# block 1

Figure 1. Routed clock nets over the placement (block 1).
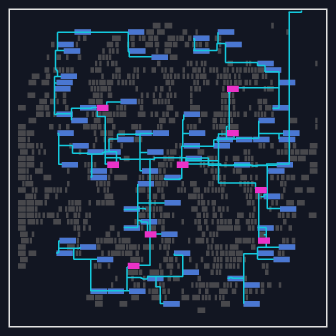

File: config.mk
export PLATFORM = sky130hd
export DESIGN_NAME = seeg_mode_sequencer
export DESIGN_NICKNAME = d
export VERILOG_FILES = /design/src/rtl/seeg_pkg.sv /design/src/rtl/seeg_frame_counter.sv /design/src/rtl/seeg_mode_sequencer.sv
export SDC_FILE = /design/constraint.sdc
export NUM_CORES = 1
export LEC_CHECK = 0
export ABC_AREA = 1
export CORE_MARGIN = 3
export CORE_UTILIZATION = 30
export CTS_BUF_LIST = sky130_fd_sc_hd__clkbuf_4 sky130_fd_sc_hd__clkbuf_8
export CTS_CLUSTER_DIAMETER = 150
export CTS_CLUSTER_SIZE = 16
export DETAILED_ROUTE_END_ITERATION = 8
export HOLD_SLACK_MARGIN = 0.12
export PLACE_DENSITY = 0.47
export SLEW_MARGIN = 10
export SYNTH_ARGS = -nofsm -noshare
export SYNTH_HDL_FRONTEND = slang
export SYNTH_SLANG_ARGS = --single-unit
File: constraint.sdc
create_clock -name clk -period 7 [get_ports clk]
set_input_delay 1.4 -clock clk [delete_from_list [all_inputs] [get_ports clk]]
set_output_delay 1.4 -clock clk [all_outputs]
set_load 0.05 [all_outputs]
File: src/rtl/seeg_pkg.sv
// seeg_pkg: shared definitions for the sEEG mode sequencer.
//   - Command word bit indices (control register 0).
//   - Main and stimulation FSM state encodings.
//   - Bit positions inside the 8-bit status word.
package seeg_pkg;

    localparam int unsigned CMD_START_REC      = 0;
    localparam int unsigned CMD_STOP_REC       = 1;
    localparam int unsigned CMD_START_ZCHK     = 2;
    localparam int unsigned CMD_START_STIM_FIN = 6;
    localparam int unsigned CMD_START_STIM_INF = 7;
    localparam int unsigned CMD_STOP_STIM_INF  = 8;
    localparam int unsigned CMD_CLR_ERR        = 31;

    typedef enum logic [1:0] {
        StIdle,
        StZcheck,
        StRecord,
        StDrain
    } main_state_e;

    typedef enum logic [1:0] {
        StimIdle,
        StimFin,
        StimInf
    } stim_state_e;

    localparam int unsigned STAT_RECORD   = 0;
    localparam int unsigned STAT_ZCHECK   = 1;
    localparam int unsigned STAT_STIM     = 2;
    localparam int unsigned STAT_STIM_INF = 3;
    localparam int unsigned STAT_DRAINING = 4;
    localparam int unsigned STAT_CMD_ERR  = 5;

endpackage

File: src/rtl/seeg_frame_counter.sv
// seeg_frame_counter: loadable frame counter.
//   clk, rst : clock, synchronous active-high reset
//   load     : latch len as the run length (0 means 1) and clear the count
//   len      : run length sampled on load
//   tick     : count one frame
//   count    : current count (0 .. length-1)
//   wrap     : combinational, high when this tick completes the run; count wraps to 0
module seeg_frame_counter #(
    parameter int unsigned CNT_W = 16
) (
    input  logic             clk,
    input  logic             rst,
    input  logic             load,
    input  logic [CNT_W-1:0] len,
    input  logic             tick,
    output logic [CNT_W-1:0] count,
    output logic             wrap
);

    logic [CNT_W-1:0] count_q, count_d;
    logic [CNT_W-1:0] limit_q, limit_d;
    logic             at_last;

    assign at_last = (count_q == limit_q - CNT_W'(1));
    // Completion is reported even if a reload happens in the same cycle.
    assign wrap    = tick && at_last;
    assign count   = count_q;

    always_comb begin
        count_d = count_q;
        limit_d = limit_q;
        if (load) begin
            limit_d = (len == '0) ? CNT_W'(1) : len;
            count_d = '0;
        end else if (tick) begin
            count_d = at_last ? '0 : count_q + CNT_W'(1);
        end
    end

    always_ff @(posedge clk) begin
        if (rst) begin
            count_q <= '0;
            limit_q <= '0;
        end else begin
            count_q <= count_d;
            limit_q <= limit_d;
        end
    end

endmodule

File: src/rtl/seeg_mode_sequencer.sv
// seeg_mode_sequencer: decodes one-hot command writes and sequences record, impedance
// check and stimulation enables; counts frames to close record batches and time runs.
//   clk, rst       : clock, synchronous active-high reset
//   cmd_wr/cmd_data: command register write strobe and data
//   batch_size, stim_count, zcheck_frames : run lengths, sampled at start
//   frame_tick     : one pulse per acquired frame
//   record_en, zcheck_en, stim_en, stim_infinite : registered enables
//   batch_last, zcheck_done : one-cycle completion pulses
//   cmd_err        : sticky illegal-command flag
//   status         : {2'b0, cmd_err, draining, stim_infinite, stim_en, zcheck_en, record_en}
// Build option: define SEEG_SEQ_ZCHECK_EN to include the impedance-check mode.
module seeg_mode_sequencer #(
    parameter int unsigned CNT_W = 16
) (
    input  logic             clk,
    input  logic             rst,
    input  logic             cmd_wr,
    input  logic [31:0]      cmd_data,
    input  logic [CNT_W-1:0] batch_size,
    input  logic [CNT_W-1:0] stim_count,
    input  logic [CNT_W-1:0] zcheck_frames,
    input  logic             frame_tick,
    output logic             record_en,
    output logic             zcheck_en,
    output logic             stim_en,
    output logic             stim_infinite,
    output logic             batch_last,
    output logic             zcheck_done,
    output logic             cmd_err,
    output logic [7:0]       status
);
    import seeg_pkg::*;

    main_state_e main_q, main_d;
    stim_state_e stim_q, stim_d;

    logic cmd_valid;
    logic c_start_rec, c_stop_rec, c_start_z, c_start_sf, c_start_si, c_stop_si, c_clr;
    logic [3:0] starts;
    logic multi_start;

    assign cmd_valid   = cmd_wr && (cmd_data != '0);
    assign c_start_rec = cmd_valid && cmd_data[CMD_START_REC];
    assign c_stop_rec  = cmd_valid && cmd_data[CMD_STOP_REC];
    assign c_start_z   = cmd_valid && cmd_data[CMD_START_ZCHK];
    assign c_start_sf  = cmd_valid && cmd_data[CMD_START_STIM_FIN];
    assign c_start_si  = cmd_valid && cmd_data[CMD_START_STIM_INF];
    assign c_stop_si   = cmd_valid && cmd_data[CMD_STOP_STIM_INF];
    assign c_clr       = cmd_valid && cmd_data[CMD_CLR_ERR];
    assign starts      = {c_start_rec, c_start_z, c_start_sf, c_start_si};
    assign multi_start = (starts & (starts - 4'd1)) != 4'd0;

    // Counters only see ticks while the registered state is already counting.
    logic batch_tick, batch_load, batch_wrap, batch_zero;
    logic stim_tick, stim_load, stim_wrap;
    logic zchk_tick, zchk_load, zchk_wrap;
    logic [CNT_W-1:0] batch_count;
    logic [CNT_W-1:0] unused_stim_count;

    assign batch_tick = frame_tick && (main_q == StRecord || main_q == StDrain);
    assign stim_tick  = frame_tick && (stim_q == StimFin);
    assign zchk_tick  = frame_tick && (main_q == StZcheck);
    // Batch count after this cycle's tick, used to decide stop -> IDLE vs DRAIN.
    assign batch_zero = batch_wrap || (batch_count == '0 && !batch_tick);

    seeg_frame_counter #(.CNT_W(CNT_W)) u_batch_cnt (
        .clk   (clk),
        .rst   (rst),
        .load  (batch_load),
        .len   (batch_size),
        .tick  (batch_tick),
        .count (batch_count),
        .wrap  (batch_wrap)
    );

    seeg_frame_counter #(.CNT_W(CNT_W)) u_stim_cnt (
        .clk   (clk),
        .rst   (rst),
        .load  (stim_load),
        .len   (stim_count),
        .tick  (stim_tick),
        .count (unused_stim_count),
        .wrap  (stim_wrap)
    );

`ifdef SEEG_SEQ_ZCHECK_EN
    logic [CNT_W-1:0] unused_zchk_count;

    seeg_frame_counter #(.CNT_W(CNT_W)) u_zchk_cnt (
        .clk   (clk),
        .rst   (rst),
        .load  (zchk_load),
        .len   (zcheck_frames),
        .tick  (zchk_tick),
        .count (unused_zchk_count),
        .wrap  (zchk_wrap)
    );
`else
    logic unused_zchk;
    assign zchk_wrap   = 1'b0;
    assign unused_zchk = ^{zcheck_frames, zchk_load, zchk_tick};
`endif

    logic err_set;

    // Next state: frame-driven completions, then stops, then starts.
    always_comb begin
        main_d     = main_q;
        stim_d     = stim_q;
        err_set    = 1'b0;
        batch_load = 1'b0;
        stim_load  = 1'b0;
        zchk_load  = 1'b0;

        if (main_q == StDrain && batch_wrap) main_d = StIdle;
        if (main_q == StZcheck && zchk_wrap) main_d = StIdle;
        if (stim_q == StimFin && stim_wrap)  stim_d = StimIdle;

        if (c_stop_rec) begin
            stim_d = StimIdle;
            case (main_d)
                StRecord: main_d = batch_zero ? StIdle : StDrain;
                StZcheck: main_d = StIdle;
                default:  ;
            endcase
        end
        if (c_stop_si) stim_d = StimIdle;

        if (multi_start) begin
            err_set = 1'b1;
        end else begin
            if (c_start_rec) begin
                case (main_d)
                    StIdle: begin
                        main_d     = StRecord;
                        batch_load = 1'b1;
                    end
                    StRecord: ;
                    default: err_set = 1'b1;
                endcase
            end
            if (c_start_z) begin
`ifdef SEEG_SEQ_ZCHECK_EN
                if (main_d == StIdle) begin
                    main_d    = StZcheck;
                    zchk_load = 1'b1;
                end else begin
                    err_set = 1'b1;
                end
`else
                err_set = 1'b1;
`endif
            end
            if (c_start_sf || c_start_si) begin
                if ((main_d == StIdle || main_d == StRecord) && stim_d == StimIdle) begin
                    stim_d    = c_start_sf ? StimFin : StimInf;
                    stim_load = c_start_sf;
                end else begin
                    err_set = 1'b1;
                end
            end
        end
    end

    // Output next values, registered alongside the state.
    logic record_en_d, zcheck_en_d, stim_en_d, stim_inf_d, draining_d, err_d;
    logic draining_q;

    always_comb begin
        record_en_d = (main_d == StRecord) || (main_d == StDrain);
`ifdef SEEG_SEQ_ZCHECK_EN
        zcheck_en_d = (main_d == StZcheck);
`else
        zcheck_en_d = 1'b0;
`endif
        stim_en_d   = (stim_d != StimIdle);
        stim_inf_d  = (stim_d == StimInf);
        draining_d  = (main_d == StDrain);
        // Setting wins over clearing within one write.
        err_d       = err_set || (cmd_err && !c_clr);
    end

    always_ff @(posedge clk) begin
        if (rst) begin
            main_q        <= StIdle;
            stim_q        <= StimIdle;
            record_en     <= 1'b0;
            zcheck_en     <= 1'b0;
            stim_en       <= 1'b0;
            stim_infinite <= 1'b0;
            draining_q    <= 1'b0;
            batch_last    <= 1'b0;
            zcheck_done   <= 1'b0;
            cmd_err       <= 1'b0;
        end else begin
            main_q        <= main_d;
            stim_q        <= stim_d;
            record_en     <= record_en_d;
            zcheck_en     <= zcheck_en_d;
            stim_en       <= stim_en_d;
            stim_infinite <= stim_inf_d;
            draining_q    <= draining_d;
            batch_last    <= batch_wrap;
            zcheck_done   <= zchk_wrap;
            cmd_err       <= err_d;
        end
    end

    always_comb begin
        status                = '0;
        status[STAT_RECORD]   = record_en;
        status[STAT_ZCHECK]   = zcheck_en;
        status[STAT_STIM]     = stim_en;
        status[STAT_STIM_INF] = stim_infinite;
        status[STAT_DRAINING] = draining_q;
        status[STAT_CMD_ERR]  = cmd_err;
    end

endmodule

# block 2

===== src/rtl/camera_capture_rgb565_if.sv =====
// Camera byte stream in, assembled RGB565 pixel stream out.
// The capture block is the master: it samples the camera side and drives the pixel side.
interface camera_capture_rgb565_if;
  // Camera side (OV7670 pins, sampled as data in the system clock domain)
  logic       PCLK;
  logic       VSYNC;
  logic       HREF;
  logic [7:0] D;

  // Pixel side (towards the colour-filter/accumulator stage)
  logic [4:0] RED;
  logic [5:0] GREEN;
  logic [4:0] BLUE;
  logic [8:0] PIXEL_ROW;
  logic [9:0] PIXEL_COLUMN;
  logic       READY_COLOR;
  logic       FRAME_DONE;

  modport master (
    input  PCLK, VSYNC, HREF, D,
    output RED, GREEN, BLUE, PIXEL_ROW, PIXEL_COLUMN, READY_COLOR, FRAME_DONE
  );

  modport slave (
    output PCLK, VSYNC, HREF, D,
    input  RED, GREEN, BLUE, PIXEL_ROW, PIXEL_COLUMN, READY_COLOR, FRAME_DONE
  );
endinterface


===== src/rtl/camera_capture_rgb565.sv =====
// OV7670 capture front end: oversamples PCLK/HREF/VSYNC/D in the CLK domain,
// pairs bytes into RGB565 pixels, tags them with row/column and strobes
// READY_COLOR once per pixel. FRAME_DONE marks the last pixel of a frame.
module camera_capture_rgb565 #(
  parameter int unsigned H_ACTIVE = 640,
  parameter int unsigned V_ACTIVE = 480
) (
  input logic                    CLK,
  input logic                    RST_N,
  camera_capture_rgb565_if.master cam
);

  localparam logic [9:0] H_LIM  = 10'(H_ACTIVE);
  localparam logic [8:0] V_LIM  = 9'(V_ACTIVE);
  localparam logic [9:0] H_LAST = 10'(H_ACTIVE - 1);
  localparam logic [8:0] V_LAST = 9'(V_ACTIVE - 1);

  typedef enum logic {
    ST_FIRST,
    ST_SECOND
  } state_t;

  // Synchronizer stages
  logic       pclk_meta_q, pclk_sync_q, pclk_prev_q;
  logic       href_meta_q, href_sync_q, href_prev_q;
  logic       vsync_meta_q, vsync_sync_q;
  logic [7:0] d_meta_q, d_sync_q;

  // Capture state
  state_t     state_q, state_d;
  logic [7:0] hi_q, hi_d;
  logic [8:0] line_q, line_d;
  logic [9:0] col_q, col_d;

  // Output registers
  logic [4:0] red_q, red_d;
  logic [5:0] green_q, green_d;
  logic [4:0] blue_q, blue_d;
  logic [8:0] row_o_q, row_o_d;
  logic [9:0] col_o_q, col_o_d;
  logic       ready_q, ready_d;
  logic       done_q, done_d;

  logic pclk_rise;
  logic href_fall;
  logic emit;

  assign pclk_rise = pclk_sync_q & ~pclk_prev_q;
  assign href_fall = href_prev_q & ~href_sync_q;

  // Two-flop synchronizers plus edge-detect history for PCLK and HREF
  always_ff @(posedge CLK or negedge RST_N) begin
    if (!RST_N) begin
      pclk_meta_q  <= 1'b0;
      pclk_sync_q  <= 1'b0;
      pclk_prev_q  <= 1'b0;
      href_meta_q  <= 1'b0;
      href_sync_q  <= 1'b0;
      href_prev_q  <= 1'b0;
      vsync_meta_q <= 1'b0;
      vsync_sync_q <= 1'b0;
      d_meta_q     <= '0;
      d_sync_q     <= '0;
    end else begin
      pclk_meta_q  <= cam.PCLK;
      pclk_sync_q  <= pclk_meta_q;
      pclk_prev_q  <= pclk_sync_q;
      href_meta_q  <= cam.HREF;
      href_sync_q  <= href_meta_q;
      href_prev_q  <= href_sync_q;
      vsync_meta_q <= cam.VSYNC;
      vsync_sync_q <= vsync_meta_q;
      d_meta_q     <= cam.D;
      d_sync_q     <= d_meta_q;
    end
  end

  // Byte-pair FSM, line/column tracking and pixel emit decision
  always_comb begin
    state_d = state_q;
    hi_d    = hi_q;
    line_d  = line_q;
    col_d   = col_q;
    emit    = 1'b0;

    if (vsync_sync_q || !href_sync_q) begin
      state_d = ST_FIRST;
    end else if (pclk_rise) begin
      unique case (state_q)
        ST_FIRST: begin
          hi_d    = d_sync_q;
          state_d = ST_SECOND;
        end
        ST_SECOND: begin
          state_d = ST_FIRST;
          emit    = (line_q < V_LIM) && (col_q < H_LIM);
        end
        default: state_d = ST_FIRST;
      endcase
    end

    // VSYNC overrides everything, including an emit in the same cycle
    if (vsync_sync_q) begin
      line_d = '0;
      col_d  = '0;
    end else if (emit) begin
      col_d = col_q + 10'd1;
    end else if (href_fall && (col_q != '0)) begin
      line_d = (line_q < V_LIM) ? line_q + 9'd1 : line_q;
      col_d  = '0;
    end
  end

  // Output staging: hold last pixel, strobe on emit
  always_comb begin
    red_d   = red_q;
    green_d = green_q;
    blue_d  = blue_q;
    row_o_d = row_o_q;
    col_o_d = col_o_q;
    ready_d = 1'b0;
    done_d  = 1'b0;
    if (emit && !vsync_sync_q) begin
      red_d   = hi_q[7:3];
      green_d = {hi_q[2:0], d_sync_q[7:5]};
      blue_d  = d_sync_q[4:0];
      row_o_d = line_q;
      col_o_d = col_q;
      ready_d = 1'b1;
      done_d  = (line_q == V_LAST) && (col_q == H_LAST);
    end
  end

  // Capture state and output registers
  always_ff @(posedge CLK or negedge RST_N) begin
    if (!RST_N) begin
      state_q <= ST_FIRST;
      hi_q    <= '0;
      line_q  <= '0;
      col_q   <= '0;
      red_q   <= '0;
      green_q <= '0;
      blue_q  <= '0;
      row_o_q <= '0;
      col_o_q <= '0;
      ready_q <= 1'b0;
      done_q  <= 1'b0;
    end else begin
      state_q <= state_d;
      hi_q    <= hi_d;
      line_q  <= line_d;
      col_q   <= col_d;
      red_q   <= red_d;
      green_q <= green_d;
      blue_q  <= blue_d;
      row_o_q <= row_o_d;
      col_o_q <= col_o_d;
      ready_q <= ready_d;
      done_q  <= done_d;
    end
  end

  assign cam.RED          = red_q;
  assign cam.GREEN        = green_q;
  assign cam.BLUE         = blue_q;
  assign cam.PIXEL_ROW    = row_o_q;
  assign cam.PIXEL_COLUMN = col_o_q;
  assign cam.READY_COLOR  = ready_q;
  assign cam.FRAME_DONE   = done_q;

endmodule


===== src/flat_wrapper.sv =====
// flat-port wrapper written by rule: the top's interface ports become plain ports
module camera_capture_rgb565_flat 
#(
  parameter int unsigned H_ACTIVE = 640,
  parameter int unsigned V_ACTIVE = 480
)
  (CLK, RST_N, cam_PCLK, cam_VSYNC, cam_HREF, cam_D, cam_RED, cam_GREEN, cam_BLUE, cam_PIXEL_ROW, cam_PIXEL_COLUMN, cam_READY_COLOR, cam_FRAME_DONE);
  camera_capture_rgb565_if cam_i ();
  input logic CLK;
  input logic RST_N;
  input wire logic [$bits(cam_i.PCLK)-1:0] cam_PCLK;
  input wire logic [$bits(cam_i.VSYNC)-1:0] cam_VSYNC;
  input wire logic [$bits(cam_i.HREF)-1:0] cam_HREF;
  input wire logic [$bits(cam_i.D)-1:0] cam_D;
  output wire logic [$bits(cam_i.RED)-1:0] cam_RED;
  output wire logic [$bits(cam_i.GREEN)-1:0] cam_GREEN;
  output wire logic [$bits(cam_i.BLUE)-1:0] cam_BLUE;
  output wire logic [$bits(cam_i.PIXEL_ROW)-1:0] cam_PIXEL_ROW;
  output wire logic [$bits(cam_i.PIXEL_COLUMN)-1:0] cam_PIXEL_COLUMN;
  output wire logic [$bits(cam_i.READY_COLOR)-1:0] cam_READY_COLOR;
  output wire logic [$bits(cam_i.FRAME_DONE)-1:0] cam_FRAME_DONE;
  assign cam_i.PCLK = cam_PCLK;
  assign cam_i.VSYNC = cam_VSYNC;
  assign cam_i.HREF = cam_HREF;
  assign cam_i.D = cam_D;
  assign cam_RED = cam_i.RED;
  assign cam_GREEN = cam_i.GREEN;
  assign cam_BLUE = cam_i.BLUE;
  assign cam_PIXEL_ROW = cam_i.PIXEL_ROW;
  assign cam_PIXEL_COLUMN = cam_i.PIXEL_COLUMN;
  assign cam_READY_COLOR = cam_i.READY_COLOR;
  assign cam_FRAME_DONE = cam_i.FRAME_DONE;
  camera_capture_rgb565 #(.H_ACTIVE(H_ACTIVE), .V_ACTIVE(V_ACTIVE)) u_core (.CLK(CLK), .RST_N(RST_N), .cam(cam_i));
endmodule

===== config.mk =====
export PLATFORM = sky130hd
export DESIGN_NAME = camera_capture_rgb565_flat
export DESIGN_NICKNAME = d
export VERILOG_FILES = /design/src/rtl/camera_capture_rgb565_if.sv /design/src/rtl/camera_capture_rgb565.sv /design/src/flat_wrapper.sv
export SDC_FILE = /design/constraint.sdc
export NUM_CORES = 1
export LEC_CHECK = 0
export CAP_MARGIN = 40
export CORE_ASPECT_RATIO = 0.75
export CORE_MARGIN = 3
export CORE_UTILIZATION = 53
export CTS_CLUSTER_DIAMETER = 30
export DETAILED_ROUTE_END_ITERATION = 7
export PLACE_DENSITY_LB_ADDON = 0.3
export SYNTH_ARGS = -nofsm -noshare
export SYNTH_HDL_FRONTEND = slang
export SYNTH_SLANG_ARGS = --single-unit

===== constraint.sdc =====
create_clock -name CLK -period 2.25 [get_ports CLK]
set_input_delay 0.5625 -clock CLK [delete_from_list [all_inputs] [get_ports CLK]]
set_output_delay 0.5625 -clock CLK [all_outputs]
set_load 0.03 [all_outputs]

Figure 2. Cell classes on the final placement (block 2).
Fill, decap, tap and diode cells in gray.
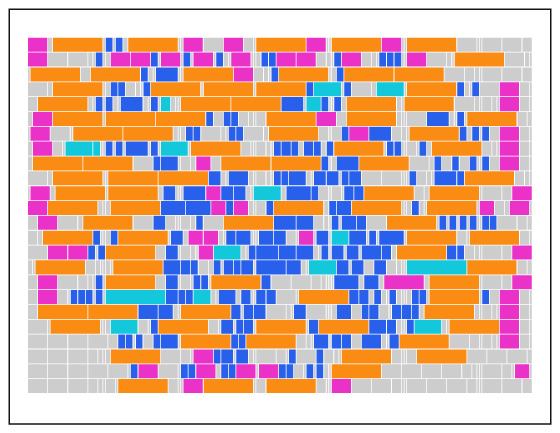
Key: other buffers and delay cells = magenta [cells 59]; flip-flops = orange [cells 89]; clock drivers and dummy loads = cyan [cells 16]; all other logic = blue [cells 213]
num rows: 24
standard cell core area: 0.00604 mm^2
flop share of the area: 52.3%
Core Util, Final: 70.6%
Final Cell Area: 0.00426 mm^2

==> impl_metrics.env, block 2 <==
# flow metrics
export IMPL_clock_fmax_mhz=499
export IMPL_switching_power_mw=0.780
export IMPL_met2_usage_pct=26.9
export IMPL_complex_gate_fraction_of_the_synthesized_area_pct=5.28
export IMPL_netlist_area_leader_share_pct=64.8
export IMPL_use_met3_pct=7.32
export IMPL_synth_flops=89
export IMPL_arrival_ns=2.25
export IMPL_grt_first_pass_wirelength_mm=11.3
export IMPL_diodes=0
export IMPL_outcome="completed"
export IMPL_critical_path_reg2reg_startpoint="u_core.col_q[0]"
export IMPL_numClockSinks=89
export IMPL_detailedRoute_firstPassIterationCount=4
export IMPL_htree_num_levels=3
export IMPL_mostFrequentLayoutCell="nand2_1"
export IMPL_setup_viol=0
block 2: worst max-delay path: stages, from the launching register on:
cell and delay, ns:
dfrtp_1 0.43, inv_1 0.09, ha_1 0.22, nor4b_2 0.17, a32o_2 0.35, nor4b_1 0.27
mux2_2 0.37
block 2: stage by stage:
step           cells  hold WS [ns]  area, um^2  total power [mW]
2_1_floorplan    315         0.267        3440              1.92
3_3_place_gp     439         0.331        4040              2.06
3_5_place_dp     439         0.335        4040              2.08
4_1_cts          455         0.104        4260              3.26
5_1_grt          455         0.108        4260              3.38
6_report         455         0.103        4260              3.24
Figure 3. The clock network (block 1).
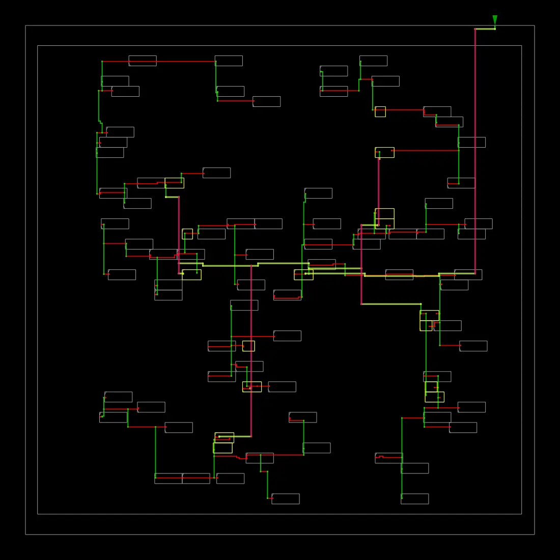
TritonCTS buffer count: 9
clock sink total: 74

Figure 4. Routed metal, one color a layer (block 1).
The bar under the picture is 50 um long. Only two layers are drawn.
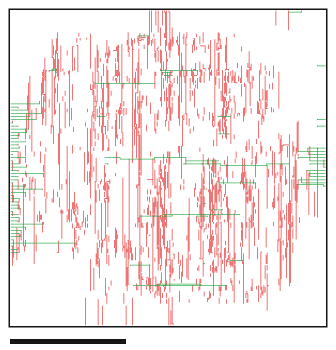
Key: met3 = green [wire length 696 um]; met2 = red [wire length 5950 um]

Notes on Figure 1 above:
Key: clock wires = cyan [length 1130 um]; flip-flops = blue [count 74]; cells driving clock nets = magenta [count 9]
Position of the flops: widely spread.
clock skew after layout: 0.0126 ns
Clock net power: 0.327 mW
clock network fraction of total power: 32.8%
clock insertion delay at the later pin of the skew report: 0.37 ns

==> impl_metrics.env, block 1 <==
# flow metrics
export IMPL_clk_share_pct=3.14
export IMPL_post_synth_top_area_cell="dfxtp_1"
export IMPL_finalWorstPathRequiredPeriod_ns=3.99
export IMPL_worst_hold_start="u_stim_cnt.limit_q[15]"
export IMPL_die_height_um=136
export IMPL_grt_pass1_vias=4550
export IMPL_outcome="completed"
export IMPL_fin_cells=1074
export IMPL_post_synth_mux_area_share_pct=0
export IMPL_clock_tree_buffer_depth=2
export IMPL_initial_core_util_pct=31.3
export IMPL_clock_buffers=12
export IMPL_sequentialPower_mw=0.440
export IMPL_number_of_filler_cells_placed_in_the_layout=1746
export IMPL_register_area_mm2=0.00148
export IMPL_synth_flops=74
export IMPL_ir_drop_mv=0.0810
export IMPL_average_cell_area_after_synthesis_um2=6.43
export IMPL_synth_yosys_seq_area_share_pct=29.3
export IMPL_post_drt_wl_per_cell_um=12.7
export IMPL_port_buffer_cells=77
export IMPL_setup_viol=0
export IMPL_synthDistinctLibCells=41
export IMPL_mostFrequentLayoutCells="nand2_1, nor2_1, nand3_1, inv_1, clkdlybuf4s50_1"
export IMPL_placed_area_mm2=0.00594
export IMPL_drt_vias_per_instance=4.58
export IMPL_totalPowerFinal_mw=0.996
export IMPL_top_logic_kind="simple AND/OR/NAND/NOR gates"
export IMPL_dominant_power_group="registers"
export IMPL_drt_iter0_markers=217
export IMPL_global_route_overflow_total=0
export IMPL_grt_first_pass_wirelength_mm=22.2
export IMPL_report_final_slew_viol_count=0
export IMPL_synth_xor_area_share_pct=8.99
export IMPL_worst_relative_slew_slack_pct=52.9
export IMPL_final_worst_hold_slack_ns=0.486
## block 1: per-layer routing
layer,vias to the layer above,GRT usage [%]
met5,-,0
met3,15,2.92
met4,0,4.87
li1,2617,-
met2,110,23.9
met1,2178,20.3
## block 1: worst reg2reg max path: stages, from the launching register on
cell	delay, ns
dfxtp_1	0.33
inv_1	0.10
ha_1	0.25
inv_2	0.05
nor2_2	0.12
nand2_1	0.15
nor2_2	0.22
nand3_1	0.12
xor2_1	0.14
inv_1	0.06
nor2_2	0.15
nand3_2	0.13
nand2_1	0.15
nand2_1	0.10
nor2_4	0.45
nand2_4	0.28
nand3_2	0.33
nor2_1	0.08


==> screenshots <==
Power grid.
(a)
The bar under the picture is 20 um long. Pins as bars on the die edge.
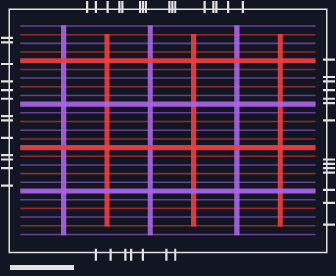
(b)
The bar under the picture is 50 um long. Pins as bars on the die edge.
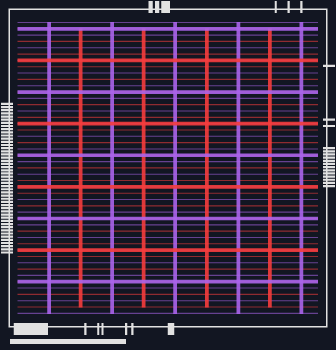
block 2 -> (a)
block 1 -> (b)
Of these, largest die: (b)
Of these, most pins: (b)

Power and IR drop assume default switching activity.
